# ---- block 1 ----
--- src/rtl/icache_pkg.sv ---
// Shared constants, state encoding and address helpers for the I-cache fill controller.
// The optional ICACHE_CRITICAL_WORD_FIRST_EN build changes only the fill word order.
package icache_pkg;

    localparam int ADDR_W        = 16;
    localparam int INDEX_W       = 6;
    localparam int OFFSET_W      = 4;
    localparam int TAG_W         = ADDR_W - INDEX_W - OFFSET_W;
    localparam int WORD_W        = 3;
    localparam int WORDS_PER_BLK = 8;
    localparam int DATA_W        = 16;
    localparam int MEM_LAT       = 4;

    localparam int TAG_LSB   = INDEX_W + OFFSET_W;
    localparam int INDEX_LSB = OFFSET_W;
    localparam int WORD_LSB  = 1;
    localparam int CNT_W     = 4;

    typedef enum logic [1:0] {
        ST_IDLE   = 2'd0,
        ST_FILL   = 2'd1,
        ST_COMMIT = 2'd2
    } fill_state_t;

    function automatic logic [ADDR_W-1:0] blk_addr(
        input logic [TAG_W-1:0]   tag,
        input logic [INDEX_W-1:0] index,
        input logic [WORD_W-1:0]  word
    );
        return {tag, index, word, 1'b0};
    endfunction

endpackage

--- src/rtl/icache_tag_array.sv ---
// 64-entry valid+tag store: combinational read, synchronous write,
// valid bits cleared asynchronously on reset (tags are left as don't-care).
module icache_tag_array
    import icache_pkg::*;
(
    input  logic               clk,
    input  logic               rst_n,
    input  logic [INDEX_W-1:0] rd_index,
    output logic               rd_valid,
    output logic [TAG_W-1:0]   rd_tag,
    input  logic               wr_en,
    input  logic [INDEX_W-1:0] wr_index,
    input  logic [TAG_W-1:0]   wr_tag
);

    localparam int SETS = 1 << INDEX_W;

    logic [SETS-1:0]  valid_reg;
    logic [TAG_W-1:0] tag_mem [SETS];

    generate
        for (genvar gi = 0; gi < SETS; gi++) begin : g_valid
            always_ff @(posedge clk or negedge rst_n) begin
                if (!rst_n) begin
                    valid_reg[gi] <= 1'b0;
                end else if (wr_en && (wr_index == INDEX_W'(gi))) begin
                    valid_reg[gi] <= 1'b1;
                end
            end
        end
    endgenerate

    always_ff @(posedge clk) begin
        if (wr_en) begin
            tag_mem[wr_index] <= wr_tag;
        end
    end

    assign rd_valid = valid_reg[rd_index];
    assign rd_tag   = tag_mem[rd_index];

endmodule

--- src/rtl/icache_fill_ctrl.sv ---
// Direct-mapped I-cache tag lookup and 8-word block miss/fill controller.
// Define ICACHE_CRITICAL_WORD_FIRST_EN to fetch the requested word first (wrapping fill).
module icache_fill_ctrl
    import icache_pkg::*;
(
    input  logic              clk,
    input  logic              rst_n,
    input  logic              req_valid,
    input  logic [ADDR_W-1:0] req_addr,
    output logic              hit,
    output logic              req_ready,
    output logic              mem_en,
    output logic [ADDR_W-1:0] mem_addr,
    input  logic              mem_data_valid,
    input  logic [DATA_W-1:0] mem_data_in,
    output logic              da_we,
    output logic [INDEX_W-1:0] da_index,
    output logic [WORD_W-1:0] da_word,
    output logic [DATA_W-1:0] da_wdata,
    output logic              busy
);

    fill_state_t        state_reg;
    logic [TAG_W-1:0]   ltag_reg;
    logic [INDEX_W-1:0] lindex_reg;
    logic [WORD_W-1:0]  lword_reg;
    logic [CNT_W-1:0]   iss_reg;
    logic [CNT_W-1:0]   rcv_reg;

    logic [TAG_W-1:0]   req_tag;
    logic [INDEX_W-1:0] req_index;
    logic [WORD_W-1:0]  req_word;
    logic               tag_valid;
    logic [TAG_W-1:0]   tag_rd;
    logic [WORD_W-1:0]  iss_word;
    logic [WORD_W-1:0]  rcv_word;
    logic               unused_addr_b0;

    assign req_tag        = req_addr[ADDR_W-1:TAG_LSB];
    assign req_index      = req_addr[TAG_LSB-1:INDEX_LSB];
    assign req_word       = req_addr[INDEX_LSB-1:WORD_LSB];
    assign unused_addr_b0 = req_addr[0];

`ifdef ICACHE_CRITICAL_WORD_FIRST_EN
    // 3-bit adds wrap naturally past word 7 back to word 0.
    assign iss_word = lword_reg + iss_reg[WORD_W-1:0];
    assign rcv_word = lword_reg + rcv_reg[WORD_W-1:0];
`else
    logic [WORD_W-1:0] unused_lword;
    assign unused_lword = lword_reg;
    assign iss_word     = iss_reg[WORD_W-1:0];
    assign rcv_word     = rcv_reg[WORD_W-1:0];
`endif

    icache_tag_array u_tag_array (
        .clk      (clk),
        .rst_n    (rst_n),
        .rd_index (req_index),
        .rd_valid (tag_valid),
        .rd_tag   (tag_rd),
        .wr_en    (state_reg == ST_COMMIT),
        .wr_index (lindex_reg),
        .wr_tag   (ltag_reg)
    );

    assign hit       = tag_valid && (tag_rd == req_tag);
    assign req_ready = (state_reg == ST_IDLE) && (!req_valid || hit);
    assign busy      = (state_reg != ST_IDLE);

    // Issue and receive are independent; both counters saturate at 8.
    assign mem_en   = (state_reg == ST_FILL) && (iss_reg < CNT_W'(WORDS_PER_BLK));
    assign mem_addr = mem_en ? blk_addr(ltag_reg, lindex_reg, iss_word) : '0;

    assign da_we    = (state_reg == ST_FILL) && mem_data_valid
                      && (rcv_reg < CNT_W'(WORDS_PER_BLK));
    assign da_index = da_we ? lindex_reg  : '0;
    assign da_word  = da_we ? rcv_word    : '0;
    assign da_wdata = da_we ? mem_data_in : '0;

    always_ff @(posedge clk or negedge rst_n) begin
        if (!rst_n) begin
            state_reg  <= ST_IDLE;
            ltag_reg   <= '0;
            lindex_reg <= '0;
            lword_reg  <= '0;
            iss_reg    <= '0;
            rcv_reg    <= '0;
        end else begin
            case (state_reg)
                ST_IDLE: begin
                    if (req_valid && !hit) begin
                        ltag_reg   <= req_tag;
                        lindex_reg <= req_index;
                        lword_reg  <= req_word;
                        iss_reg    <= '0;
                        rcv_reg    <= '0;
                        state_reg  <= ST_FILL;
                    end
                end
                ST_FILL: begin
                    if (mem_en) begin
                        iss_reg <= iss_reg + CNT_W'(1);
                    end
                    if (da_we) begin
                        rcv_reg <= rcv_reg + CNT_W'(1);
                        if (rcv_reg == CNT_W'(WORDS_PER_BLK - 1)) begin
                            state_reg <= ST_COMMIT;
                        end
                    end
                end
                ST_COMMIT: begin
                    state_reg <= ST_IDLE;
                end
                default: begin
                    state_reg <= ST_IDLE;
                end
            endcase
        end
    end

endmodule

--- config.mk ---
export PLATFORM = sky130hd
export DESIGN_NAME = icache_fill_ctrl
export DESIGN_NICKNAME = d
export VERILOG_FILES = /design/src/rtl/icache_pkg.sv /design/src/rtl/icache_tag_array.sv /design/src/rtl/icache_fill_ctrl.sv
export SDC_FILE = /design/constraint.sdc
export NUM_CORES = 1
export LEC_CHECK = 0
export CORE_MARGIN = 1.5
export CORE_UTILIZATION = 65
export CTS_CLUSTER_SIZE = 10
export DETAILED_ROUTE_END_ITERATION = 8
export DONT_BUFFER_PORTS = 1
export PLACE_DENSITY_LB_ADDON = 0.12
export SETUP_SLACK_MARGIN = 0.02
export SYNTH_ARGS = -nofsm -noshare
export SYNTH_HDL_FRONTEND = slang
export SYNTH_SLANG_ARGS = --single-unit
--- constraint.sdc ---
create_clock -name clk -period 8 [get_ports clk]
set_input_delay 2 -clock clk [delete_from_list [all_inputs] [get_ports clk]]
set_output_delay 2 -clock clk [all_outputs]
set_load 0.02 [all_outputs]
# ---- block 2 ----
[config.mk]
export PLATFORM = sky130hd
export DESIGN_NAME = prepare_log_inserter
export DESIGN_NICKNAME = d
export VERILOG_FILES = /design/src/rtl/prepare_log_inserter.sv
export SDC_FILE = /design/constraint.sdc
export NUM_CORES = 1
export LEC_CHECK = 0
export CORE_AREA = 2 2 473 475
export CTS_BUF_LIST = sky130_fd_sc_hd__clkbuf_2
export DETAILED_ROUTE_END_ITERATION = 12
export DIE_AREA = 0 0 475 477
export PLACE_DENSITY = 0.3
export SKIP_CTS_REPAIR_TIMING = 1
export SKIP_LAST_GASP = 1
export SLEW_MARGIN = 30
export SYNTH_ARGS = -nofsm -noshare
export SYNTH_HDL_FRONTEND = slang
export SYNTH_SLANG_ARGS = --single-unit
[constraint.sdc]
create_clock -name clk -period 7.15 [get_ports clk]
set_clock_uncertainty 0.05 [all_clocks]
set_input_delay 1.7875 -clock clk [delete_from_list [all_inputs] [get_ports clk]]
set_output_delay 1.7875 -clock clk [all_outputs]
set_load 0.02 [all_outputs]
[src/rtl/prepare_log_inserter.sv]
// Packs an accepted PREPARE into log-memory lines: header first, then the payload
// realigned across line boundaries, one line written per cycle when both sides are ready.
module prepare_log_inserter #(
  parameter int NOC_DATA_W     = 512,
  parameter int NOC_DATA_BYTES = NOC_DATA_W / 8,
  parameter int LOG_HDR_W      = 128,
  parameter int LOG_HDR_BYTES  = LOG_HDR_W / 8,
  parameter int LEN_W          = 16,
  parameter int LOG_DEPTH_W    = 10
) (
  input  logic                   clk,
  input  logic                   rst,
  input  logic                   ctrl_ins_start,
  input  logic [LOG_HDR_W-1:0]   datap_inserter_log_hdr,
  input  logic [LEN_W-1:0]       ctrl_ins_payload_len,
  input  logic                   manage_ins_data_val,
  input  logic [NOC_DATA_W-1:0]  manage_ins_data,
  output logic                   ins_manage_data_rdy,
  input  logic [LOG_DEPTH_W-1:0] prep_log_mem_wr_addr,
  output logic                   ins_log_mem_wr_val,
  output logic [LOG_DEPTH_W-1:0] ins_log_mem_wr_addr,
  output logic [NOC_DATA_W-1:0]  ins_log_mem_wr_data,
  input  logic                   log_mem_ins_wr_rdy,
  output logic                   log_ctrl_datap_incr_wr_addr,
  output logic                   ins_ctrl_done,
  output logic                   ins_ctrl_busy
);

  // state | meaning
  // IDLE  | waiting for ctrl_ins_start
  // FIRST | header line (plus first flit's top bytes when payload is non-empty)
  // MID   | carry bytes from previous flit followed by top bytes of the next flit
  // DRAIN | carry bytes of the last flit, zero-filled, no flit consumed
  // DONE  | one-cycle done pulse
  typedef enum logic [2:0] {S_IDLE, S_FIRST, S_MID, S_DRAIN, S_DONE} state_t;

  localparam int TAIL_W = NOC_DATA_W - LOG_HDR_W;

  state_t                state_q, state_d;
  logic [LOG_HDR_W-1:0]  hdr_q, hdr_d;
  logic [LOG_HDR_W-1:0]  carry_q, carry_d;
  logic [LEN_W-1:0]      bytes_left_q, bytes_left_d;
  logic [LEN_W:0]        lines_left_q, lines_left_d;

  logic [NOC_DATA_W-1:0] flit_m;
  logic [LEN_W-1:0]      take;
  logic [LEN_W:0]        lines_calc;
  logic                  wr_val, data_rdy, consume, line_acc, done;
  logic [NOC_DATA_W-1:0] line;

  // Bytes past the end of the payload are forced to zero before realignment,
  // so the carry register never holds garbage either.
  always_comb begin
    flit_m = '0;
    for (int b = 0; b < NOC_DATA_BYTES; b++) begin
      if (LEN_W'(b) < bytes_left_q)
        flit_m[NOC_DATA_W-1-8*b -: 8] = manage_ins_data[NOC_DATA_W-1-8*b -: 8];
    end
  end

  assign take = (bytes_left_q > LEN_W'(NOC_DATA_BYTES)) ? LEN_W'(NOC_DATA_BYTES) : bytes_left_q;

  assign lines_calc = ({1'b0, ctrl_ins_payload_len}
                       + (LEN_W+1)'(LOG_HDR_BYTES + NOC_DATA_BYTES - 1))
                      / (LEN_W+1)'(NOC_DATA_BYTES);

  always_comb begin
    state_d      = state_q;
    hdr_d        = hdr_q;
    carry_d      = carry_q;
    bytes_left_d = bytes_left_q;
    lines_left_d = lines_left_q;
    wr_val       = 1'b0;
    data_rdy     = 1'b0;
    consume      = 1'b0;
    done         = 1'b0;
    line         = '0;

    case (state_q)
      S_IDLE: begin
        if (ctrl_ins_start) begin
          hdr_d        = datap_inserter_log_hdr;
          bytes_left_d = ctrl_ins_payload_len;
          lines_left_d = lines_calc;
          state_d      = S_FIRST;
        end
      end
      S_FIRST: begin
        if (bytes_left_q == '0) begin
          wr_val = 1'b1;
          line   = {hdr_q, {TAIL_W{1'b0}}};
        end else begin
          wr_val   = manage_ins_data_val;
          data_rdy = log_mem_ins_wr_rdy;
          consume  = 1'b1;
          line     = {hdr_q, flit_m[NOC_DATA_W-1 -: TAIL_W]};
        end
      end
      S_MID: begin
        wr_val   = manage_ins_data_val;
        data_rdy = log_mem_ins_wr_rdy;
        consume  = 1'b1;
        line     = {carry_q, flit_m[NOC_DATA_W-1 -: TAIL_W]};
      end
      S_DRAIN: begin
        wr_val = 1'b1;
        line   = {carry_q, {TAIL_W{1'b0}}};
      end
      S_DONE: begin
        done    = 1'b1;
        state_d = S_IDLE;
      end
      default: state_d = S_IDLE;
    endcase

    line_acc = wr_val & log_mem_ins_wr_rdy;
    if (line_acc) begin
      lines_left_d = lines_left_q - 1'b1;
      if (consume) begin
        bytes_left_d = bytes_left_q - take;
        carry_d      = flit_m[LOG_HDR_W-1:0];
      end
      if (lines_left_d == '0)
        state_d = S_DONE;
      else if (bytes_left_d != '0)
        state_d = S_MID;
      else
        state_d = S_DRAIN;
    end
  end

  always_ff @(posedge clk) begin
    if (!rst) begin
      state_q      <= S_IDLE;
      hdr_q        <= '0;
      carry_q      <= '0;
      bytes_left_q <= '0;
      lines_left_q <= '0;
    end else begin
      state_q      <= state_d;
      hdr_q        <= hdr_d;
      carry_q      <= carry_d;
      bytes_left_q <= bytes_left_d;
      lines_left_q <= lines_left_d;
    end
  end

  // Outputs are held at zero while reset is asserted, not just after it takes effect.
  assign ins_log_mem_wr_val          = rst & wr_val;
  assign ins_manage_data_rdy         = rst & data_rdy;
  assign ins_log_mem_wr_data         = ins_log_mem_wr_val ? line : '0;
  assign ins_log_mem_wr_addr         = ins_log_mem_wr_val ? prep_log_mem_wr_addr : '0;
  assign log_ctrl_datap_incr_wr_addr = rst & line_acc;
  assign ins_ctrl_done               = rst & done;
  assign ins_ctrl_busy               = rst & (state_q != S_IDLE);

endmodule

# ---- block 3 ----
<file path="src/rtl/mc_ctrl_pkg.sv">
// ============================================================================
// mc_ctrl_pkg : opcode/func, mux, ALU and state codes for the multi-cycle core
// Rev 1.0
// ============================================================================
`default_nettype none

package mc_ctrl_pkg;

   localparam logic [5:0] c_OP_RTYPE = 6'b000000;
   localparam logic [5:0] c_OP_ADDI  = 6'b001000;
   localparam logic [5:0] c_OP_ORI   = 6'b001101;
   localparam logic [5:0] c_OP_LW    = 6'b100011;
   localparam logic [5:0] c_OP_SW    = 6'b101011;
   localparam logic [5:0] c_OP_BEQ   = 6'b000100;
   localparam logic [5:0] c_OP_BNE   = 6'b000101;
   localparam logic [5:0] c_OP_BGTZ  = 6'b000111;
   localparam logic [5:0] c_OP_J     = 6'b000010;
   localparam logic [5:0] c_OP_HALT  = 6'b111110;

   localparam logic [5:0] c_FN_ADD = 6'b100000;
   localparam logic [5:0] c_FN_SUB = 6'b100010;
   localparam logic [5:0] c_FN_AND = 6'b100100;
   localparam logic [5:0] c_FN_OR  = 6'b100101;
   localparam logic [5:0] c_FN_SLL = 6'b000000;
   localparam logic [5:0] c_FN_SLT = 6'b101010;

   localparam logic c_FROM_DATA = 1'b0;
   localparam logic c_FROM_SA   = 1'b1;
   localparam logic c_FROM_IMMD = 1'b1;
   localparam logic c_FROM_ALU  = 1'b0;
   localparam logic c_FROM_DM   = 1'b1;
   localparam logic c_FROM_RT   = 1'b0;
   localparam logic c_FROM_RD   = 1'b1;
   localparam logic c_ZERO_EXD  = 1'b0;
   localparam logic c_SIGN_EXD  = 1'b1;

   typedef enum logic [2:0] {
      ALU_ADD  = 3'd0,
      ALU_SUB  = 3'd1,
      ALU_SLL  = 3'd2,
      ALU_OR   = 3'd3,
      ALU_AND  = 3'd4,
      ALU_CMPS = 3'd5
   } alu_op_e;

   typedef enum logic [1:0] {
      PC_NEXT = 2'd0,
      PC_REL  = 2'd1,
      PC_ABS  = 2'd2,
      PC_HALT = 2'd3
   } pc_sel_e;

   typedef enum logic [2:0] {
      S_IF   = 3'd0,
      S_ID   = 3'd1,
      S_EXE  = 3'd2,
      S_BR   = 3'd3,
      S_MEM  = 3'd4,
      S_WB   = 3'd5,
      S_HALT = 3'd6
   } state_e;

   typedef enum logic [2:0] {
      CL_R    = 3'd0,
      CL_IMM  = 3'd1,
      CL_LW   = 3'd2,
      CL_SW   = 3'd3,
      CL_BR   = 3'd4,
      CL_J    = 3'd5,
      CL_HALT = 3'd6,
      CL_ILL  = 3'd7
   } ins_class_e;

endpackage

`default_nettype wire

</file>
<file path="src/rtl/mc_ctrl_op_decode.sv">
// ============================================================================
// mc_op_decode : Op/Func -> instruction class, ALU op and datapath mux selects
// Rev 1.0
// ============================================================================
`default_nettype none

import mc_ctrl_pkg::*;

module mc_op_decode (
   input  logic [5:0] i_op,
   input  logic [5:0] i_func,
   output ins_class_e o_class,
   output alu_op_e    o_alu_op,
   output logic       o_alu_src_a,
   output logic       o_alu_src_b,
   output logic       o_ext_sel,
   output logic       o_reg_dst,
   output logic       o_db
);

   always_comb begin
      o_class     = CL_ILL;
      o_alu_op    = ALU_ADD;
      o_alu_src_a = c_FROM_DATA;
      o_alu_src_b = c_FROM_DATA;
      o_ext_sel   = c_SIGN_EXD;
      o_reg_dst   = c_FROM_RD;
      o_db        = c_FROM_ALU;
      case (i_op)
         c_OP_RTYPE: begin
            o_class = CL_R;
            case (i_func)
               c_FN_ADD: o_alu_op = ALU_ADD;
               c_FN_SUB: o_alu_op = ALU_SUB;
               c_FN_AND: o_alu_op = ALU_AND;
               c_FN_OR:  o_alu_op = ALU_OR;
               c_FN_SLT: o_alu_op = ALU_CMPS;
               c_FN_SLL: begin
                  o_alu_op    = ALU_SLL;
                  o_alu_src_a = c_FROM_SA;
               end
               default:  o_class = CL_ILL;
            endcase
         end
         c_OP_ADDI: begin
            o_class     = CL_IMM;
            o_alu_src_b = c_FROM_IMMD;
            o_reg_dst   = c_FROM_RT;
         end
         c_OP_ORI: begin
            o_class     = CL_IMM;
            o_alu_op    = ALU_OR;
            o_alu_src_b = c_FROM_IMMD;
            o_ext_sel   = c_ZERO_EXD;
            o_reg_dst   = c_FROM_RT;
         end
         c_OP_LW: begin
            o_class     = CL_LW;
            o_alu_src_b = c_FROM_IMMD;
            o_reg_dst   = c_FROM_RT;
            o_db        = c_FROM_DM;
         end
         c_OP_SW: begin
            o_class     = CL_SW;
            o_alu_src_b = c_FROM_IMMD;
         end
         c_OP_BEQ, c_OP_BNE, c_OP_BGTZ: begin
            o_class  = CL_BR;
            o_alu_op = ALU_SUB;
         end
         c_OP_J:    o_class = CL_J;
         c_OP_HALT: o_class = CL_HALT;
         default:   o_class = CL_ILL;
      endcase
   end

endmodule

`default_nettype wire

</file>
<file path="src/rtl/mc_ctrl.sv">
// ============================================================================
// mc_ctrl : multi-cycle IF/ID/EXE/MEM/WB control FSM with memory wait states
// Rev 1.0
// ============================================================================
`default_nettype none

import mc_ctrl_pkg::*;

module mc_ctrl #(
   parameter int WAIT_MEM = 1
) (
   input  logic       i_clk,
   input  logic       i_rst_n,
   input  logic [5:0] i_op,
   input  logic [5:0] i_func,
   input  logic       i_zero,
   input  logic       i_sign,
   input  logic       i_mem_rdy,
   output logic       o_pc_wre,
   output logic       o_ir_wre,
   output logic       o_alu_src_a,
   output logic       o_alu_src_b,
   output logic       o_db,
   output logic       o_reg_wr,
   output logic       o_n_rd,
   output logic       o_n_wr,
   output logic       o_reg_dst,
   output logic       o_ext_sel,
   output logic [1:0] o_pc_sel,
   output logic [2:0] o_alu_op,
   output logic [2:0] o_state,
   output logic       o_illegal_op
);

   state_e     r_state;
   state_e     w_next;
   ins_class_e w_class;
   alu_op_e    w_alu_op;
   pc_sel_e    w_pc_sel;
   logic       w_mem_done;
   logic       w_br_taken;
   logic       w_pc_wre;
   logic       w_ir_wre;
   logic       w_reg_wr;
   logic       w_n_rd;
   logic       w_n_wr;
   logic       w_illegal;

   mc_op_decode u_decode (
      .i_op        (i_op),
      .i_func      (i_func),
      .o_class     (w_class),
      .o_alu_op    (w_alu_op),
      .o_alu_src_a (o_alu_src_a),
      .o_alu_src_b (o_alu_src_b),
      .o_ext_sel   (o_ext_sel),
      .o_reg_dst   (o_reg_dst),
      .o_db        (o_db)
   );

   assign w_mem_done = (WAIT_MEM == 0) || i_mem_rdy;

   always_comb begin
      w_br_taken = 1'b0;
      case (i_op)
         c_OP_BEQ:  w_br_taken = i_zero;
         c_OP_BNE:  w_br_taken = !i_zero;
         c_OP_BGTZ: w_br_taken = !i_zero && !i_sign;
         default:   w_br_taken = 1'b0;
      endcase
   end

   always_ff @(posedge i_clk or negedge i_rst_n) begin
      if (!i_rst_n) r_state <= S_IF;
      else          r_state <= w_next;
   end

   always_comb begin
      w_next    = r_state;
      w_pc_wre  = 1'b0;
      w_ir_wre  = 1'b0;
      w_reg_wr  = 1'b0;
      w_n_rd    = 1'b1;
      w_n_wr    = 1'b1;
      w_pc_sel  = PC_NEXT;
      w_illegal = 1'b0;
      case (r_state)
         S_IF: begin
            w_ir_wre = 1'b1;
            w_next   = S_ID;
         end
         S_ID: begin
            case (w_class)
               CL_J: begin
                  w_pc_sel = PC_ABS;
                  w_pc_wre = 1'b1;
                  w_next   = S_IF;
               end
               CL_HALT: w_next = S_HALT;
               CL_BR:   w_next = S_BR;
               CL_ILL: begin
                  w_illegal = 1'b1;
                  w_pc_wre  = 1'b1;
                  w_next    = S_IF;
               end
               default: w_next = S_EXE;
            endcase
         end
         S_EXE: begin
            w_next = (w_class == CL_LW || w_class == CL_SW) ? S_MEM : S_WB;
         end
         S_BR: begin
            w_pc_wre = 1'b1;
            w_pc_sel = w_br_taken ? PC_REL : PC_NEXT;
            w_next   = S_IF;
         end
         S_MEM: begin
            w_n_rd = (w_class != CL_LW);
            w_n_wr = (w_class != CL_SW);
            if (w_mem_done) begin
               if (w_class == CL_SW) begin
                  w_pc_wre = 1'b1;
                  w_next   = S_IF;
               end else begin
                  w_next = S_WB;
               end
            end
         end
         S_WB: begin
            w_reg_wr = 1'b1;
            w_pc_wre = 1'b1;
            w_next   = S_IF;
         end
         S_HALT: begin
            w_pc_sel = PC_HALT;
            w_next   = S_HALT;
         end
         default: w_next = S_IF;
      endcase
      // Reset also silences the strobes combinationally, so nothing leaks while it is held.
      if (!i_rst_n) begin
         w_pc_wre  = 1'b0;
         w_ir_wre  = 1'b0;
         w_reg_wr  = 1'b0;
         w_n_rd    = 1'b1;
         w_n_wr    = 1'b1;
         w_pc_sel  = PC_NEXT;
         w_illegal = 1'b0;
      end
   end

   assign o_pc_wre     = w_pc_wre;
   assign o_ir_wre     = w_ir_wre;
   assign o_reg_wr     = w_reg_wr;
   assign o_n_rd       = w_n_rd;
   assign o_n_wr       = w_n_wr;
   assign o_pc_sel     = w_pc_sel;
   assign o_illegal_op = w_illegal;
   assign o_alu_op     = w_alu_op;
   assign o_state      = r_state;

endmodule

`default_nettype wire

</file>
<file path="config.mk">
export PLATFORM = sky130hd
export DESIGN_NAME = mc_ctrl
export DESIGN_NICKNAME = d
export VERILOG_FILES = /design/src/rtl/mc_ctrl_pkg.sv /design/src/rtl/mc_ctrl_op_decode.sv /design/src/rtl/mc_ctrl.sv
export SDC_FILE = /design/constraint.sdc
export NUM_CORES = 1
export LEC_CHECK = 0
export ABC_AREA = 1
export CAP_MARGIN = 20
export CELL_PAD_IN_SITES_DETAIL_PLACEMENT = 1
export CELL_PAD_IN_SITES_GLOBAL_PLACEMENT = 1
export CORE_UTILIZATION = 24
export DETAILED_ROUTE_END_ITERATION = 8
export MAX_ROUTING_LAYER = met4
export PLACE_DENSITY_LB_ADDON = 0.1
export SYNTH_ARGS = -nofsm -noshare
export SYNTH_HDL_FRONTEND = slang
export SYNTH_SLANG_ARGS = --single-unit
export TNS_END_PERCENT = 1
</file>
<file path="constraint.sdc">
create_clock -name i_clk -period 1.53 [get_ports i_clk]
set_clock_uncertainty 0.1 [all_clocks]
set_input_delay 0.153 -clock i_clk [delete_from_list [all_inputs] [get_ports i_clk]]
set_output_delay 0.153 -clock i_clk [all_outputs]
set_load 0.005 [all_outputs]
</file>
Block 1, placement view:
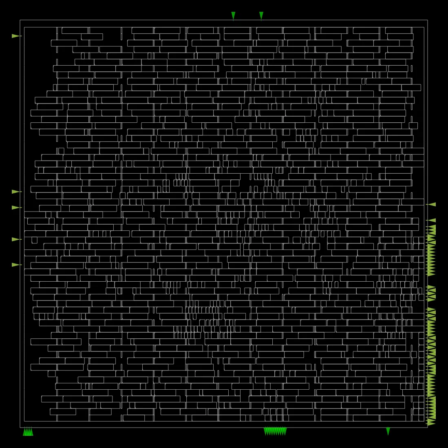
fin util: 72.1%
layout filler cell count: 1771
Taps Inserted: 384
seq_cells: 470

==> impl_metrics.py, block 1 <==
# Metrics from the implementation run
metrics = {
    "sta": {
        "tightestPinTransition_ps": 1240,
        "period_needed_ps": 6850,
        "rsz0062_at_grt": "false",
        "finalClockSkew_ps": 24.6,
        "finalCritPeriodShare_pct": 85.6,
    },
    "critical_path": {
        "required_ps": 6000,
        "reg2reg_slack_ps": 4200,
        "critPathTopFamily": "multiplexers",
    },
    "die": {
        "pin_count": 82,
        "die_y_microns": 174,
        "floorplan.core_util_pct": 66.2,
    },
    "yosys": {
        "ys_sh_simple_pct": 8.12,
        "synth_cells": 1055,
        "most_common_cell": "edfxtp_1",
        "synth.distinct_cells": 54,
        "area_leaders": "edfxtp_1 (60%), mux4_2 (13%), dfrtp_1 (11%)",
        "yosysChipArea_sq_mm": 0.0191,
        "postSynthAreaPerCell_sq_um": 18.1,
    },
    "outcome": {
        "status": "finished clean",
    },
    "global_routing": {
        "grt_max_degree": 100,
        "overflow": 0,
        "track_usage_pct": 29.1,
    },
    "power": {
        "peakVddDrop_uv": 176,
        "switching_share_pct": 19.1,
        "internal-power_mw": 3.90,
        "p_leak_nw": 6.35,
        "pg_comb_mw": 0.0660,
        "pwr-share-clk_pct": 44.3,
    },
    "clocking": {
        "clk_pin_slew_ps": 50,
    },
    "cells_and_area": {
        "synthToLayoutAreaGrowth_pct": 8.79,
    },
    "drt": {
        "post-route-drc-count": 0,
    },
}
block 1: cell type report:
type / count / area (sq um)
Clock buffer: 94 / 1480
Clock inverter: 3 / 26.3
Fill cell: 1771 / 8070
Inverter: 10 / 37.5
Multi-Input combinational cell: 521 / 5040
Sequential cell: 470 / 13700
Tap cell: 384 / 480
Timing Repair Buffer: 5 / 37.5
block 1: layer usage:
metal,up-vias,part of all wire (%),global-route usage [%]
met5,-,0,0
met4,0,3.2,10.5
met3,79,9.6,6.45
met2,541,46,42.9
met1,5062,41,43.9
li1,4154,-,-
block 1: worst paths after layout:
| path | end | cells after the start |
|---|---|---|
| setup / recovery | req_ready | 10 |
| hold / removal | u_tag_array.valid_reg[7] | 1 |
| setup reg to reg | ltag_reg[0] | 10 |
| hold reg to reg | u_tag_array.valid_reg[7] | 1 |
| max in group asynchronous | u_tag_array.valid_reg[52] | 0 |
| min in group asynchronous | rcv_reg[3] | 0 |
block 1: cell usage in the layout (no fill, tap or decap), types with 21 or more instances in the layout:
cell / instances
mux4_2: 107
and2_1: 42
dfrtp_1: 80
or2_2: 65
nor2_1: 84
clkbuf_1: 41
clkbuf_16: 53
nand2_1: 29
mux2i_1: 21
edfxtp_1: 384
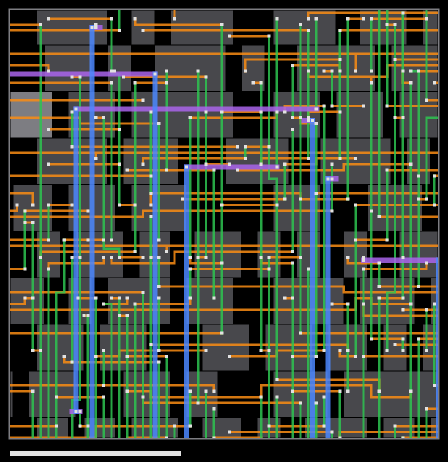
Block 3: close-up of the layout
The bar under the picture is 10 microns long. Window x 15 to 40, y 26 to 51 microns. Cells in grey, sequential cells in the stronger grey; small squares are vias.
Key: blue = M4; purple = M3; orange = M1; green = M2
Sequential cells in the window: 0. Most frequent: buf_4 (15), inv_2 (6), buf_6 (4). 50 logic cells have their middle in the window.

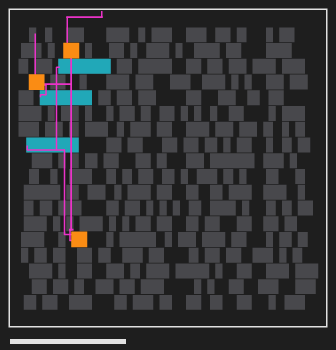
Block 3: clock wires, drivers and flops
The bar under the picture is 20 microns long.
Key: orange = clock-net drivers [count 3]; magenta = clock wires [length 104 microns]; cyan = flip-flops [count 3]
There are 4 routed clock nets.

==> impl_metrics.py, block 3 <==
# Metrics from the implementation run
metrics = {
    "clocking": {
        "cts_tree": "built",
        "clock_latency_ps": 260,
        "clk_pin_slew_ps": 50,
        "clkSinkCount": 3,
    },
    "sta": {
        "setup_ws_ps": -279,
        "finalCritPeriodShare_pct": 118,
        "setup_violations": 12,
    },
    "cells_and_area": {
        "drive_gt1_share_pct": 69.5,
        "synthToLayoutAreaGrowth_pct": 144,
    },
    "critical_path": {
        "r2r_end": "o_state[0]",
        "crit_chain": "buf_4 -> buf_4 -> nand2_1 -> inv_2 -> nor2_2 -> a31oi_4 -> a21oi_2 -> buf_2",
    },
    "die": {
        "num_rows": 18,
        "die_y_microns": 54.6,
        "pin_count": 36,
        "core_area_sq_mm": 0.00254,
    },
    "yosys": {
        "top_area_share_pct": 11.9,
        "ys_async_sr_fraction_pct": 100,
        "adder_share_pct": 0,
        "synthTopLogicFamily": "simple AND/OR/NAND/NOR gates",
    },
    "global_routing": {
        "overflow": 0,
    },
    "place": {
        "place.port_buffers": 35,
        "finalWeightedCongestion": 0.821,
    },
    "drt": {
        "wire_per_inst_microns": 18.1,
    },
    "outcome": {
        "violations": "negative setup slack",
        "status": "finished, violations left",
    },
}
-- block 3: Yosys cell counts (all sizes together), types with 2 or more instances --
cell     n
nor2    29
nand2   27
inv     23
nand3   15
a21oi    7
o21ai    4
dfrtp    3
nand4    2
nor3     2
nor4     2
o211ai   2
-- block 3: where the power goes --
group | internal (mW) | switching (mW)
Sequential | 0.105 | 0.0400
Clock | 0.0989 | 0.0586
Combinational | 0.394 | 0.431
-- block 3: per-layer routing --
| metal | global-route usage, % | vias up | wire length, microns |
|---|---|---|---|
| met5 | - | - | 0 |
| li1 | - | 572 | - |
| met1 | 27.8 | 586 | 1740 |
| met2 | 47.6 | 43 | 2250 |
| met4 | 8.97 | 0 | 208 |
| met3 | 2.22 | 17 | 141 |
-- block 3: per-stage QoR --
step                      hold slack (ps)  instances  cell area [sq um]
after floorplan                      -243        122                664
after global routing                  118        240               1620
after detailed placement              349        221               1310
after CTS                            84.4        239               1510
final                                83.4        240               1620
after global placement                338        221               1310
-- block 3: final cells by class --
cell class	count	area (sq um)	share of cell area [%]
multi-input cells	96	722	44.6
repair buffers	84	673	41.5
inverters	23	86.3	5.33
flip-flops and latches	3	75.1	4.63
well taps	30	37.5	2.32
clock buffers	4	26.3	1.62
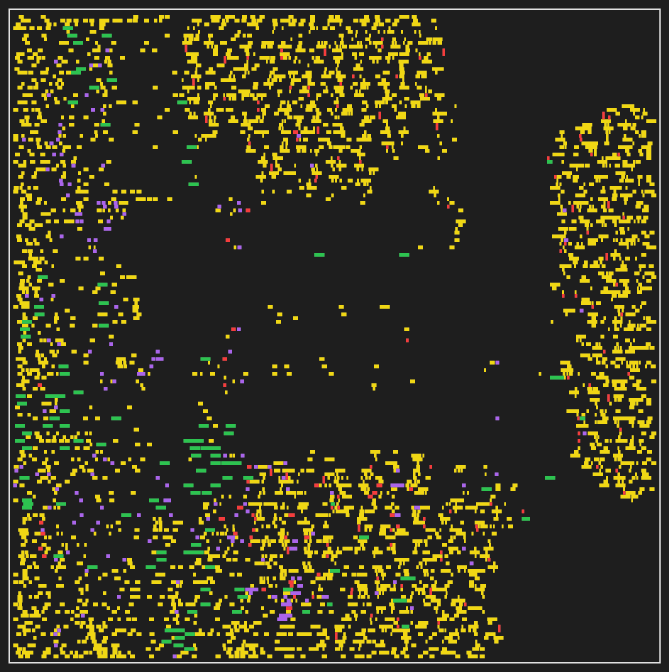
Block 2: drive-strength map
Key: red = x2 [cells 166, share 4.6%]; green = x6 and larger [cells 112, share 3.1%]; purple = x3 and x4 [cells 161, share 4.5%]; yellow = x1 and smaller [cells 3148, share 88%]

==> impl_metrics.py, block 2 <==
# Metrics from the implementation run
metrics = {
    "power": {
        "peakVddDrop_uv": 97.5,
    },
    "cells_and_area": {
        "num-clock-buffers": 129,
        "seq_share_pct": 17.2,
    },
    "sta": {
        "finalSetupTns_ps": 0,
    },
    "clocking": {
        "clk_pin_slew_ps": 90,
    },
    "hold_path": {
        "worstHoldEndpoint": "carry_q[45]",
    },
    "global_routing": {
        "met3_usage_pct": 5.26,
    },
    "drt": {
        "vias_per_cell": 3.49,
    },
    "yosys": {
        "synthTopLogicFamily": "simple AND/OR/NAND/NOR gates",
        "postSynthAreaPerCell_sq_um": 7.05,
        "top_area_share_pct": 35.7,
        "ys_sh_simple_pct": 37.6,
        "synthXorXnorAreaFrac_pct": 0.641,
    },
    "run": {
        "warning_count": 32,
    },
    "outcome": {
        "status": "finished clean",
    },
    "die": {
        "n_tap_cell": 2975,
    },
}
==> block 2: cells in the final DEF (no fill, tap or decap), types with 4 or more instances in the layout <==
master,Yosys,layout
a211oi_1,6,6
o211ai_1,5,5
xnor2_1,7,7
and3_1,9,9
a21o_1,4,4
nand2b_1,9,9
and2_1,401,400
or3_1,6,5
o21a_1,8,8
clkinv_1,1,24
nor2_1,170,166
xor2_1,5,5
o21ai_2,0,6
buf_4,3,143
a22oi_1,130,130
nand4_1,9,9
inv_1,9,9
diode_2,0,27
or2_2,5,5
clkdlybuf4s50_1,0,1028
o21ai_1,18,12
nor4_1,11,11
nand2_1,432,430
o21ai_0,23,22
clkbuf_2,0,129
a311oi_1,8,8
a21oi_2,0,6
dfxtp_1,292,292
nand3_1,147,147
a21oi_1,339,333
o31ai_1,5,4
buf_12,0,101
nor3_1,22,20
o22ai_1,4,4
or4_1,4,4
==> block 2: flip-flops by register name (all words and copies together), names as in the netlist <==
register / count
bytes_left_q: 16
hdr_q: 128
lines_left_q: 17
carry_q: 128
state_q: 3

# ---- block 4 ----
## src/rtl/alu_pkg.sv

```systemverilog
// Shared opcode map, FSM state encoding and status-bit positions for the execution controller.
package alu_pkg;

  localparam logic [4:0] OP_NOP      = 5'd0;
  localparam logic [4:0] OP_TRAP     = 5'd1;
  localparam logic [4:0] OP_JMP      = 5'd2;
  localparam logic [4:0] OP_JMPZ     = 5'd3;
  localparam logic [4:0] OP_JMPS     = 5'd4;
  localparam logic [4:0] OP_JMPZS    = 5'd5;
  localparam logic [4:0] OP_LSTAT    = 5'd6;
  localparam logic [4:0] OP_XSTAT    = 5'd7;
  localparam logic [4:0] OP_ALU_BASE = 5'd8;
  localparam logic [4:0] OP_ADD      = 5'd8;
  // Compare group (flags only, no writeback) sits just below SWAP.
  localparam logic [4:0] OP_CMP      = 5'd28;
  localparam logic [4:0] OP_CMPU     = 5'd29;
  localparam logic [4:0] OP_TST      = 5'd30;
  localparam logic [4:0] OP_SWAP     = 5'd31;

  typedef enum logic [2:0] {
    ST_FETCH  = 3'd0,
    ST_DECODE = 3'd1,
    ST_TGT    = 3'd2,
    ST_EXEC   = 3'd3,
    ST_WB     = 3'd4,
    ST_WB2    = 3'd5
  } state_t;

  localparam int SB_Z = 0;
  localparam int SB_S = 1;
  localparam int SB_C = 2;
  localparam int SB_T = 3;
  localparam int SB_M = 4;

endpackage

```

## src/rtl/exec_ctrl_decode.sv

```systemverilog
// Pure combinational opcode classifier for the execution controller.
module exec_ctrl_decode
  import alu_pkg::*;
(
  input  logic [4:0] i_op,
  output logic       o_is_jump,
  output logic       o_is_cmp,
  output logic       o_is_swap,
  output logic       o_is_alu,
  output logic       o_is_trap,
  output logic       o_writes_rd
);

  always_comb begin
    o_is_jump   = (i_op >= OP_JMP) && (i_op <= OP_JMPZS);
    o_is_alu    = (i_op >= OP_ALU_BASE);
    o_is_cmp    = (i_op >= OP_CMP) && (i_op <= OP_TST);
    o_is_swap   = (i_op == OP_SWAP);
    o_is_trap   = (i_op == OP_TRAP);
    o_writes_rd = (o_is_alu && !o_is_cmp) || (i_op == OP_LSTAT) || (i_op == OP_XSTAT);
  end

endmodule

```

## src/rtl/exec_ctrl.sv

```systemverilog
// Execution controller: fetch handshake, ALU issue, register writeback, PC and status.
// Build option EXEC_CTRL_TRAP_EN enables TRAP/epc handling; otherwise TRAP behaves as NOP.
module exec_ctrl
  import alu_pkg::*;
#(
  parameter int                DATA_W   = 20,
  parameter int                STAT_W   = 13,
  parameter int                RA_W     = 4,
  parameter logic [DATA_W-1:0] RESET_PC = 20'h00000
`ifdef EXEC_CTRL_TRAP_EN
  ,
  parameter logic [DATA_W-1:0] TRAP_VECTOR = 20'h00010
`endif
) (
  input  logic              clk,
  input  logic              rst,
  // A word transfers on a rising edge with instr_valid && instr_ready; ready never depends on valid.
  input  logic              instr_valid,
  output logic              instr_ready,
  input  logic [DATA_W-1:0] instr,
  output logic [4:0]        alu_op,
  output logic              alu_mode,
  output logic [DATA_W-1:0] alu_a,
  output logic [DATA_W-1:0] alu_b,
  input  logic [DATA_W-1:0] alu_res,
  input  logic [DATA_W-1:0] alu_res_b,
  input  logic              alu_zero,
  input  logic              alu_sign,
  input  logic              alu_carry,
  output logic [RA_W-1:0]   rf_raddr_a,
  output logic [RA_W-1:0]   rf_raddr_b,
  input  logic [DATA_W-1:0] rf_rdata_a,
  input  logic [DATA_W-1:0] rf_rdata_b,
  output logic              rf_we,
  output logic [RA_W-1:0]   rf_waddr,
  output logic [DATA_W-1:0] rf_wdata,
  output logic [DATA_W-1:0] pc,
  output logic [STAT_W-1:0] status,
  output logic [2:0]        dbg_state
);

  localparam logic [DATA_W-1:0] PC_ONE = DATA_W'(1);

  state_t            r_state;
  state_t            w_state_nxt;
  logic [DATA_W-1:0] r_pc;
  logic [DATA_W-1:0] r_instr;
  logic [DATA_W-1:0] r_res;
  logic [DATA_W-1:0] r_res_b;
  logic [4:0]        r_stat;
`ifdef EXEC_CTRL_TRAP_EN
  logic [DATA_W-1:0] r_epc;
`endif

  logic [4:0]        w_op;
  logic [RA_W-1:0]   w_rd;
  logic [RA_W-1:0]   w_rs;
  logic [DATA_W-1:0] w_stat_ext;
  logic              w_is_jump, w_is_cmp, w_is_swap, w_is_alu, w_is_trap, w_writes_rd;
  logic              w_take;
  logic              w_unused_bits;

  assign w_op       = r_instr[19:15];
  assign w_rd       = r_instr[13:10];
  assign w_rs       = r_instr[9:6];
  assign w_stat_ext = {{(DATA_W-5){1'b0}}, r_stat};

`ifdef EXEC_CTRL_TRAP_EN
  assign w_unused_bits = ^r_instr[5:0];
`else
  assign w_unused_bits = ^{r_instr[5:0], w_is_trap};
`endif

  exec_ctrl_decode u_decode (
    .i_op        (w_op),
    .o_is_jump   (w_is_jump),
    .o_is_cmp    (w_is_cmp),
    .o_is_swap   (w_is_swap),
    .o_is_alu    (w_is_alu),
    .o_is_trap   (w_is_trap),
    .o_writes_rd (w_writes_rd)
  );

  // Jump conditions look only at the registered flags, never the live ALU outputs.
  always_comb begin
    case (w_op)
      OP_JMP:   w_take = 1'b1;
      OP_JMPZ:  w_take = r_stat[SB_Z];
      OP_JMPS:  w_take = r_stat[SB_S];
      OP_JMPZS: w_take = r_stat[SB_Z] && r_stat[SB_S];
      default:  w_take = 1'b0;
    endcase
  end

  always_ff @(posedge clk or posedge rst) begin
    if (rst) r_state <= ST_FETCH;
    else     r_state <= w_state_nxt;
  end

  always_comb begin
    w_state_nxt = r_state;
    case (r_state)
      ST_FETCH:  if (instr_valid) w_state_nxt = ST_DECODE;
      ST_DECODE: begin
        if (w_is_jump)        w_state_nxt = ST_TGT;
        else if (w_is_alu)    w_state_nxt = ST_EXEC;
        else if (w_writes_rd) w_state_nxt = ST_WB;
        else                  w_state_nxt = ST_FETCH;
      end
      ST_TGT:    if (instr_valid) w_state_nxt = ST_FETCH;
      ST_EXEC:   w_state_nxt = w_is_cmp ? ST_FETCH : ST_WB;
      ST_WB:     w_state_nxt = w_is_swap ? ST_WB2 : ST_FETCH;
      ST_WB2:    w_state_nxt = ST_FETCH;
      default:   w_state_nxt = ST_FETCH;
    endcase
  end

  always_comb begin
    instr_ready = (r_state == ST_FETCH) || (r_state == ST_TGT);
    rf_we       = 1'b0;
    rf_waddr    = '0;
    rf_wdata    = '0;
    case (r_state)
      ST_WB: begin
        rf_we    = 1'b1;
        rf_waddr = w_rd;
        rf_wdata = r_res;
      end
      ST_WB2: begin
        rf_we    = 1'b1;
        rf_waddr = w_rs;
        rf_wdata = r_res_b;
      end
      default: ;
    endcase
  end

  always_ff @(posedge clk or posedge rst) begin
    if (rst) begin
      r_pc    <= RESET_PC;
      r_instr <= '0;
      r_res   <= '0;
      r_res_b <= '0;
      r_stat  <= '0;
`ifdef EXEC_CTRL_TRAP_EN
      r_epc   <= '0;
`endif
    end else begin
      case (r_state)
        ST_FETCH: begin
          if (instr_valid) begin
            r_instr <= instr;
            r_pc    <= r_pc + PC_ONE;
          end
        end
        ST_DECODE: begin
          if (w_op == OP_LSTAT)      r_res <= w_stat_ext;
          else if (w_op == OP_XSTAT) r_res <= r_stat[SB_T] ? (rf_rdata_a ^ w_stat_ext) : '0;
`ifdef EXEC_CTRL_TRAP_EN
          // First TRAP enters the handler; a TRAP inside the handler returns.
          if (w_is_trap) begin
            if (!r_stat[SB_T]) begin
              r_stat[SB_T] <= 1'b1;
              r_epc        <= r_pc;
              r_pc         <= TRAP_VECTOR;
            end else begin
              r_stat[SB_T] <= 1'b0;
              r_pc         <= r_epc;
            end
          end
`endif
        end
        ST_TGT: begin
          if (instr_valid) r_pc <= w_take ? instr : r_pc + PC_ONE;
        end
        ST_EXEC: begin
          r_res        <= alu_res;
          r_res_b      <= alu_res_b;
          r_stat[SB_Z] <= alu_zero;
          r_stat[SB_S] <= alu_sign;
          r_stat[SB_C] <= alu_carry;
          r_stat[SB_M] <= alu_mode;
        end
        default: ;
      endcase
    end
  end

  assign alu_op     = w_op;
  assign alu_mode   = r_instr[14];
  assign alu_a      = rf_rdata_a;
  assign alu_b      = rf_rdata_b;
  assign rf_raddr_a = w_rd;
  assign rf_raddr_b = w_rs;
  assign pc         = r_pc;
  assign status     = {{(STAT_W-5){1'b0}}, r_stat};
  assign dbg_state  = r_state;

endmodule
```

## config.mk

```make
export PLATFORM = sky130hd
export DESIGN_NAME = exec_ctrl
export DESIGN_NICKNAME = d
export VERILOG_FILES = /design/src/rtl/alu_pkg.sv /design/src/rtl/exec_ctrl_decode.sv /design/src/rtl/exec_ctrl.sv
export SDC_FILE = /design/constraint.sdc
export NUM_CORES = 1
export LEC_CHECK = 0
export ABC_AREA = 1
export CORE_ASPECT_RATIO = 0.9
export CORE_UTILIZATION = 42
export DETAILED_ROUTE_END_ITERATION = 10
export MAX_ROUTING_LAYER = met4
export PLACE_DENSITY = 0.85
export SYNTH_ARGS = -nofsm -noshare
export SYNTH_HDL_FRONTEND = slang
export SYNTH_SLANG_ARGS = --single-unit
```

## constraint.sdc

```tcl
create_clock -name clk -period 3 [get_ports clk]
set_input_delay 0.6 -clock clk [delete_from_list [all_inputs] [get_ports clk]]
set_output_delay 0.6 -clock clk [all_outputs]
set_load 0.01 [all_outputs]
```

# ---- block 5 ----
[src/rtl/cdc_handshake_tx.sv]
`default_nettype none
// ============================================================================
// Module   : cdc_handshake_tx
// Brief    : Four-phase req/ack word transmitter towards an asynchronous peer.
//            Optional timeout abort is built when CDC_HS_TIMEOUT_EN is defined.
// Revision : 1.0 - initial release
// ============================================================================
module cdc_handshake_tx #(
    parameter int WIDTH          = 8,
    parameter int SYNC_STAGES    = 2,
    parameter int TIMEOUT_CYCLES = 1024
) (
    input  logic             clk,
    input  logic             reset,
    input  logic             send_valid,
    input  logic [WIDTH-1:0] send_data,
    output logic             send_ready,
    output logic [WIDTH-1:0] data_out,
    output logic             req_out,
    input  logic             ack_in,
    output logic             done,
    output logic             err
);

    typedef enum logic [1:0] {
        S_IDLE    = 2'd0,
        S_SETUP   = 2'd1,
        S_REQ     = 2'd2,
        S_RELEASE = 2'd3
    } state_t;

    state_t                 r_state;
    state_t                 w_state_next;
    logic [SYNC_STAGES-1:0] r_ack_sync;
    logic [WIDTH-1:0]       r_data;
    logic                   r_req;
    logic                   r_done;
    logic                   w_ack_s;
    logic                   w_accept;
    logic                   w_done_next;
    logic                   w_timeout;

    generate
        if (SYNC_STAGES < 2 || SYNC_STAGES > 4 || TIMEOUT_CYCLES < 4) begin : g_bad_params
            $error("cdc_handshake_tx: illegal parameter value");
        end
    endgenerate

    always_ff @(posedge clk) begin
        if (!reset) begin
            r_ack_sync <= '0;
        end else begin
            r_ack_sync <= {r_ack_sync[SYNC_STAGES-2:0], ack_in};
        end
    end

    assign w_ack_s    = r_ack_sync[SYNC_STAGES-1];
    // A late or stuck ack blocks new transfers until the peer lets go.
    assign send_ready = (r_state == S_IDLE) && !w_ack_s;
    assign w_accept   = send_valid && send_ready;

`ifdef CDC_HS_TIMEOUT_EN
    localparam int c_cnt_w = $clog2(TIMEOUT_CYCLES + 1);

    logic [c_cnt_w-1:0] r_cnt;
    logic               r_err;

    // Counter is zero in SETUP, so it restarts on every entry to REQ.
    always_ff @(posedge clk) begin
        if (!reset) begin
            r_cnt <= '0;
        end else if (r_state == S_REQ || r_state == S_RELEASE) begin
            r_cnt <= r_cnt + 1'b1;
        end else begin
            r_cnt <= '0;
        end
    end

    assign w_timeout = (r_state == S_REQ || r_state == S_RELEASE) &&
                       (r_cnt == c_cnt_w'(TIMEOUT_CYCLES - 1));

    always_ff @(posedge clk) begin
        if (!reset) begin
            r_err <= 1'b0;
        end else begin
            r_err <= w_timeout;
        end
    end

    assign err = r_err;
`else
    assign w_timeout = 1'b0;
    assign err       = 1'b0;
`endif

    always_comb begin
        w_state_next = r_state;
        w_done_next  = 1'b0;
        case (r_state)
            S_IDLE:    if (w_accept) w_state_next = S_SETUP;
            S_SETUP:   w_state_next = S_REQ;
            S_REQ:     if (w_ack_s) w_state_next = S_RELEASE;
            S_RELEASE: begin
                if (!w_ack_s) begin
                    w_state_next = S_IDLE;
                    w_done_next  = 1'b1;
                end
            end
            default:   w_state_next = S_IDLE;
        endcase
        if (w_timeout) begin
            w_state_next = S_IDLE;
            w_done_next  = 1'b0;
        end
    end

    always_ff @(posedge clk) begin
        if (!reset) begin
            r_state <= S_IDLE;
            r_req   <= 1'b0;
            r_done  <= 1'b0;
            r_data  <= '0;
        end else begin
            r_state <= w_state_next;
            r_req   <= (w_state_next == S_REQ);
            r_done  <= w_done_next;
            if (w_accept) begin
                r_data <= send_data;
            end
        end
    end

    assign data_out = r_data;
    assign req_out  = r_req;
    assign done     = r_done;

endmodule
`default_nettype wire

[config.mk]
export PLATFORM = sky130hd
export DESIGN_NAME = cdc_handshake_tx
export DESIGN_NICKNAME = d
export VERILOG_FILES = /design/src/rtl/cdc_handshake_tx.sv
export SDC_FILE = /design/constraint.sdc
export NUM_CORES = 1
export LEC_CHECK = 0
export CAP_MARGIN = 25
export CELL_PAD_IN_SITES_DETAIL_PLACEMENT = 0
export CELL_PAD_IN_SITES_GLOBAL_PLACEMENT = 1
export CORE_MARGIN = 5
export CORE_UTILIZATION = 28
export DETAILED_ROUTE_END_ITERATION = 10
export GPL_ROUTABILITY_DRIVEN = 0
export PLACE_DENSITY = 0.73
export SLEW_MARGIN = 15
export SYNTH_ARGS = -nofsm -noshare
export SYNTH_HDL_FRONTEND = slang
export SYNTH_SLANG_ARGS = --single-unit
[constraint.sdc]
create_clock -name clk -period 1.45 [get_ports clk]
set_input_delay 0.435 -clock clk [delete_from_list [all_inputs] [get_ports clk]]
set_output_delay 0.435 -clock clk [all_outputs]
set_load 0.01 [all_outputs]
Block 4, where the registers sit:
The bar under the picture is 20 microns long. Other sequential cells in the stronger grey, the rest of the logic in the fainter grey.
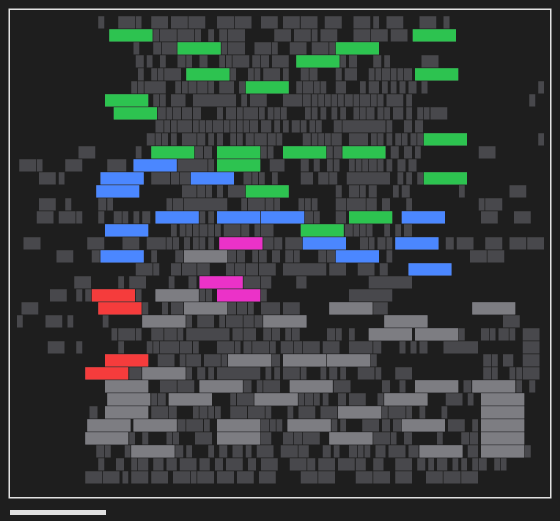
Key: magenta = dbg_state [flops 3]; red = status [flops 4]; blue = r_instr [flops 14]; green = pc [flops 20]
Another 40 sequential cells are not coloured.

==> impl_metrics.py, block 4 <==
# Metrics from the implementation run
metrics = {
    "cells_and_area": {
        "lay_top_cells": "nand2_1 (166), clkdlybuf4s50_1 (132), dfrtp_1 (81)",
        "largest_class": "registers",
        "drive_gt1_share_pct": 6.55,
        "seq_share_pct": 33.6,
    },
    "sta": {
        "setup_violations": 0,
        "setup_ws_ps": 180,
    },
    "global_routing": {
        "grtUsageMet2_pct": 33.8,
        "grt_pass1_vias": 4000,
        "track_usage_pct": 23.5,
        "busiest_layer": "met2",
    },
    "place": {
        "place.port_buffers": 132,
    },
    "hold_path": {
        "worstHoldEndpoint": "status[2]",
        "hold_path_depth": 2,
        "min_from": "status[2]",
    },
    "clocking": {
        "clockBufferDepth": 2,
        "clkSinkCount": 81,
    },
    "yosys": {
        "synth_cells": 612,
        "yosysChipArea_sq_mm": 0.00465,
        "postSynthAreaPerCell_sq_um": 7.61,
        "ys_seq_elements": 81,
        "yosys.area_share.aoi_pct": 10.7,
        "ys_async_sr_fraction_pct": 100,
        "ys_warn_count": 1,
        "adder_share_pct": 0.269,
    },
    "critical_path": {
        "critPathTopFamily": "simple AND/OR/NAND/NOR gates",
        "critPathLaunch": "dbg_state[1]",
        "critical_path.slowest_cell": "clkdlybuf4s50_1",
        "cp-end-kind": "primary output",
        "r2r-start": "dbg_state[0]",
        "rr_worst_depth": 5,
        "crit_path_end": "rf_wdata[15]",
        "worst-path-stages": 4,
    },
    "drt": {
        "routed-wl-met2_microns": 5620,
        "wire_per_inst_microns": 15.2,
    },
    "power": {
        "p_leak_nw": 2.73,
        "switching_share_pct": 41.0,
        "internal-power_mw": 3.26,
        "p_per_area_mw_per_mm2": 916,
        "switching_power_mw": 2.26,
        "combPwrFrac_pct": 44.4,
    },
    "outcome": {
        "status": "finished clean",
    },
}
block 4: metrics by stage:
stage | cell area (sq um) | utilization (%)
CTS | 6020 | 55.7
detailed placement | 5730 | 53.0
floorplan | 4680 | -
finish | 6020 | 55.7
global route | 6020 | 55.7
global placement | 5730 | 53.0
block 4: cell usage after synthesis, drive strengths merged, types with 2 or more instances:
cell type	instances	share of area, %
o22ai	16	2.2
inv	83	6.7
nand3b	4	0.65
or2	2	0.27
nor2	32	3.4
o21ai	71	7.6
nand2	171	14
o211ai	4	0.65
nor3	5	0.54
mux2	2	0.48
xor2	5	0.94
clkbuf	5	0.40
dfrtp	81	44
nand3	43	5.2
nand4	16	2.2
buf	67	10
block 4: what timing repair did:
action                                  CTS  global route
hold endpoints to repair                  0             0
endpoints found under the setup margin    3             0
gates resized                             1             0
block 4: sequential cells by signal, indices dropped and copies added, names as in the netlist:
name and cells:
status 4, dbg_state 3, pc 20, r_instr 14
r_res_b 20, r_res 20
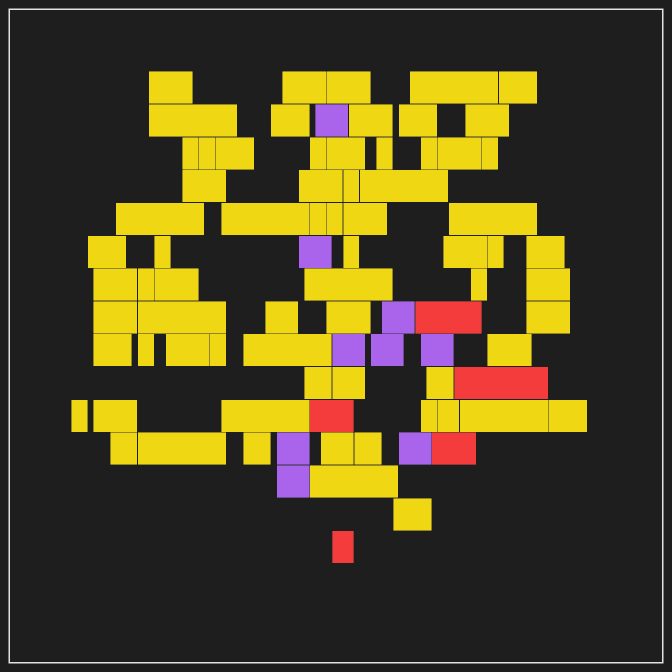
Block 5: drive-strength map
Key: yellow = x1 and smaller [cells 69, share 83%]; red = x2 [cells 5, share 6.0%]; purple = x3 and x4 [cells 9, share 11%]

==> impl_metrics.py, block 5 <==
# Metrics from the implementation run
metrics = {
    "critical_path": {
        "r2r_end": "data_out[3]",
        "crit_path_end": "send_ready",
    },
    "sta": {
        "hold_viol": 0,
        "holdWs_ps": 441,
        "finalSetupTns_ps": 0,
        "finalCritPeriodShare_pct": 93.0,
        "period_needed_ps": 1350,
    },
    "global_routing": {
        "use_met1_pct": 9.98,
    },
    "yosys": {
        "netlist_area_sq_um": 543,
        "ys_seq_elements": 14,
        "yosys-top-cells-count": "nand2_1 (16), dfxtp_1 (14), mux2i_1 (8)",
    },
    "die": {
        "die_area_sq_mm": 0.00292,
    },
    "cells_and_area": {
        "final_common_cell": "nand2_1",
        "drive_gt1_share_pct": 16.9,
    },
    "outcome": {
        "status": "finished clean",
    },
    "power": {
        "combPwrFrac_pct": 19.4,
    },
}
## block 5: state kept, by name (all words and copies together) (netlist names)
register	cells
r_state	2
data_out	8
req_out	1
r_ack_sync	2
done	1
## block 5: critical path, cell delays in order, from the launching register on
cell and delay [ps]:
dfxtp_2 350, nor3_2 150, buf_2 150
## block 5: logic make-up (layout without fill, tap and decap cells)
logic type | Yosys count | after routing | synth area share [%]
AND/OR/NAND/NOR | 24 | 24 | 22.6
flip-flops | 14 | 14 | 51.6
multiplexers | 8 | 8 | 14.7
buffers and inverters | 5 | 32 | 5.53
AND-OR/OR-AND | 4 | 4 | 4.84
other | 1 | 1 | 0.691
## block 5: per-layer routing
layer	share of wire, %	wire length [microns]
met5	0	0
met4	1.8	19
met3	6.6	71
met2	44	474
met1	48	514
## block 5: final cells by class
cell class / instances / area, sq um
tap: 27 / 33.8
fill: 199 / 1070
sequential: 14 / 282
timing repair buffer: 28 / 248
inverter: 1 / 3.75
clock buffer: 3 / 22.5
multi-input combinational: 37 / 238

==> layout pictures side by side <==
Wire density map.
picture 1
The die is cut into 23 by 20 equal tiles; dark blue is low, red is high, scaled to the fullest tile. Values are wire area over tile area, all layers added.
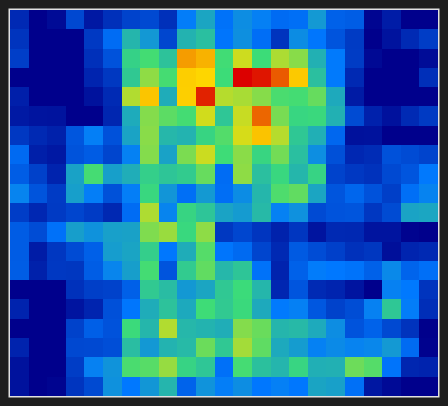
picture 2
The die is cut into 11 by 11 equal tiles; dark blue is low, red is high, scaled to the fullest tile. Values are wire area over tile area, all layers added.
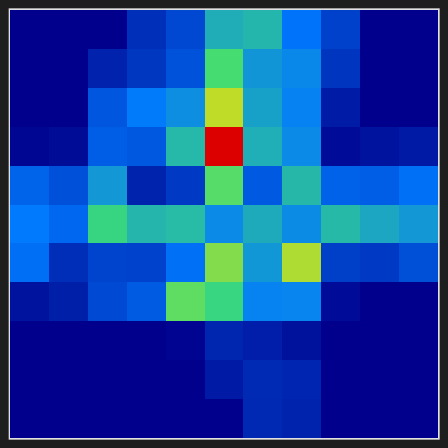
picture 1 -> block 4
picture 2 -> block 5

Key to picture 2:
5.8% of the tiles are over half the peak. The fullest tile reaches 0.37. 34% of the tiles are nearly empty. The mean over all tiles is 0.060.



==> notes/layouts.md <==
Pictures saved along the way, in no particular order.

Where the registers sit.
shot_01.png
The bar under the picture is 100 microns long. Other sequential cells in the stronger grey, the rest of the logic in the fainter grey.
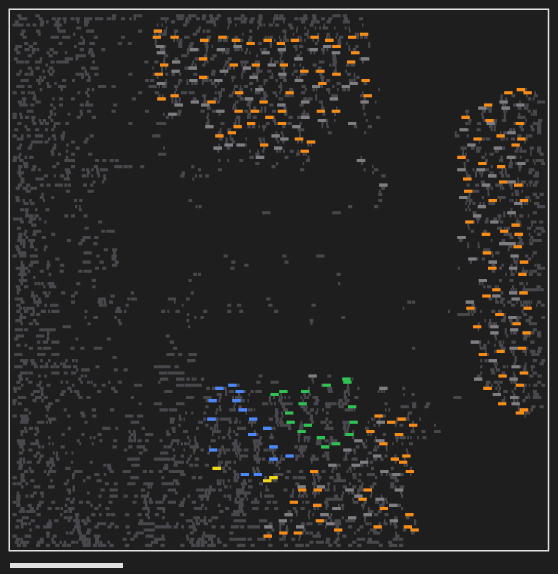
shot_02.png
The bar under the picture is 20 microns long. Other sequential cells in the stronger grey, the rest of the logic in the fainter grey.
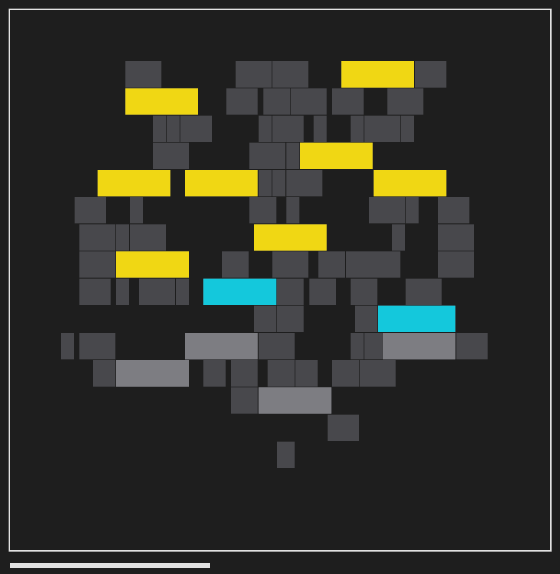
shot_03.png
The bar under the picture is 50 microns long. Other sequential cells in the stronger grey, the rest of the logic in the fainter grey.
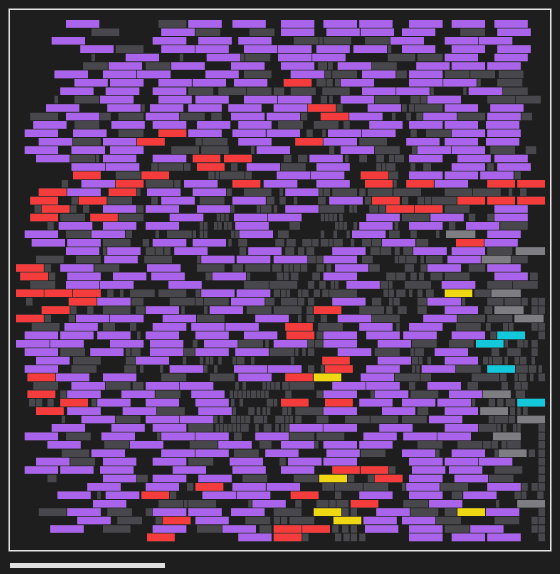
For block 5, see shot_02.png.
For block 1, see shot_03.png.
For block 2, see shot_01.png.
The one with the smallest die is shot_02.png.

Key to shot_01.png:
Key: green = lines_left_q [flops 17, where south]; yellow = state_q [flops 3]; orange = hdr_q [flops 128]; blue = bytes_left_q [flops 16, where south]

No activity file was given, so power comes from the tool's default toggle rates.
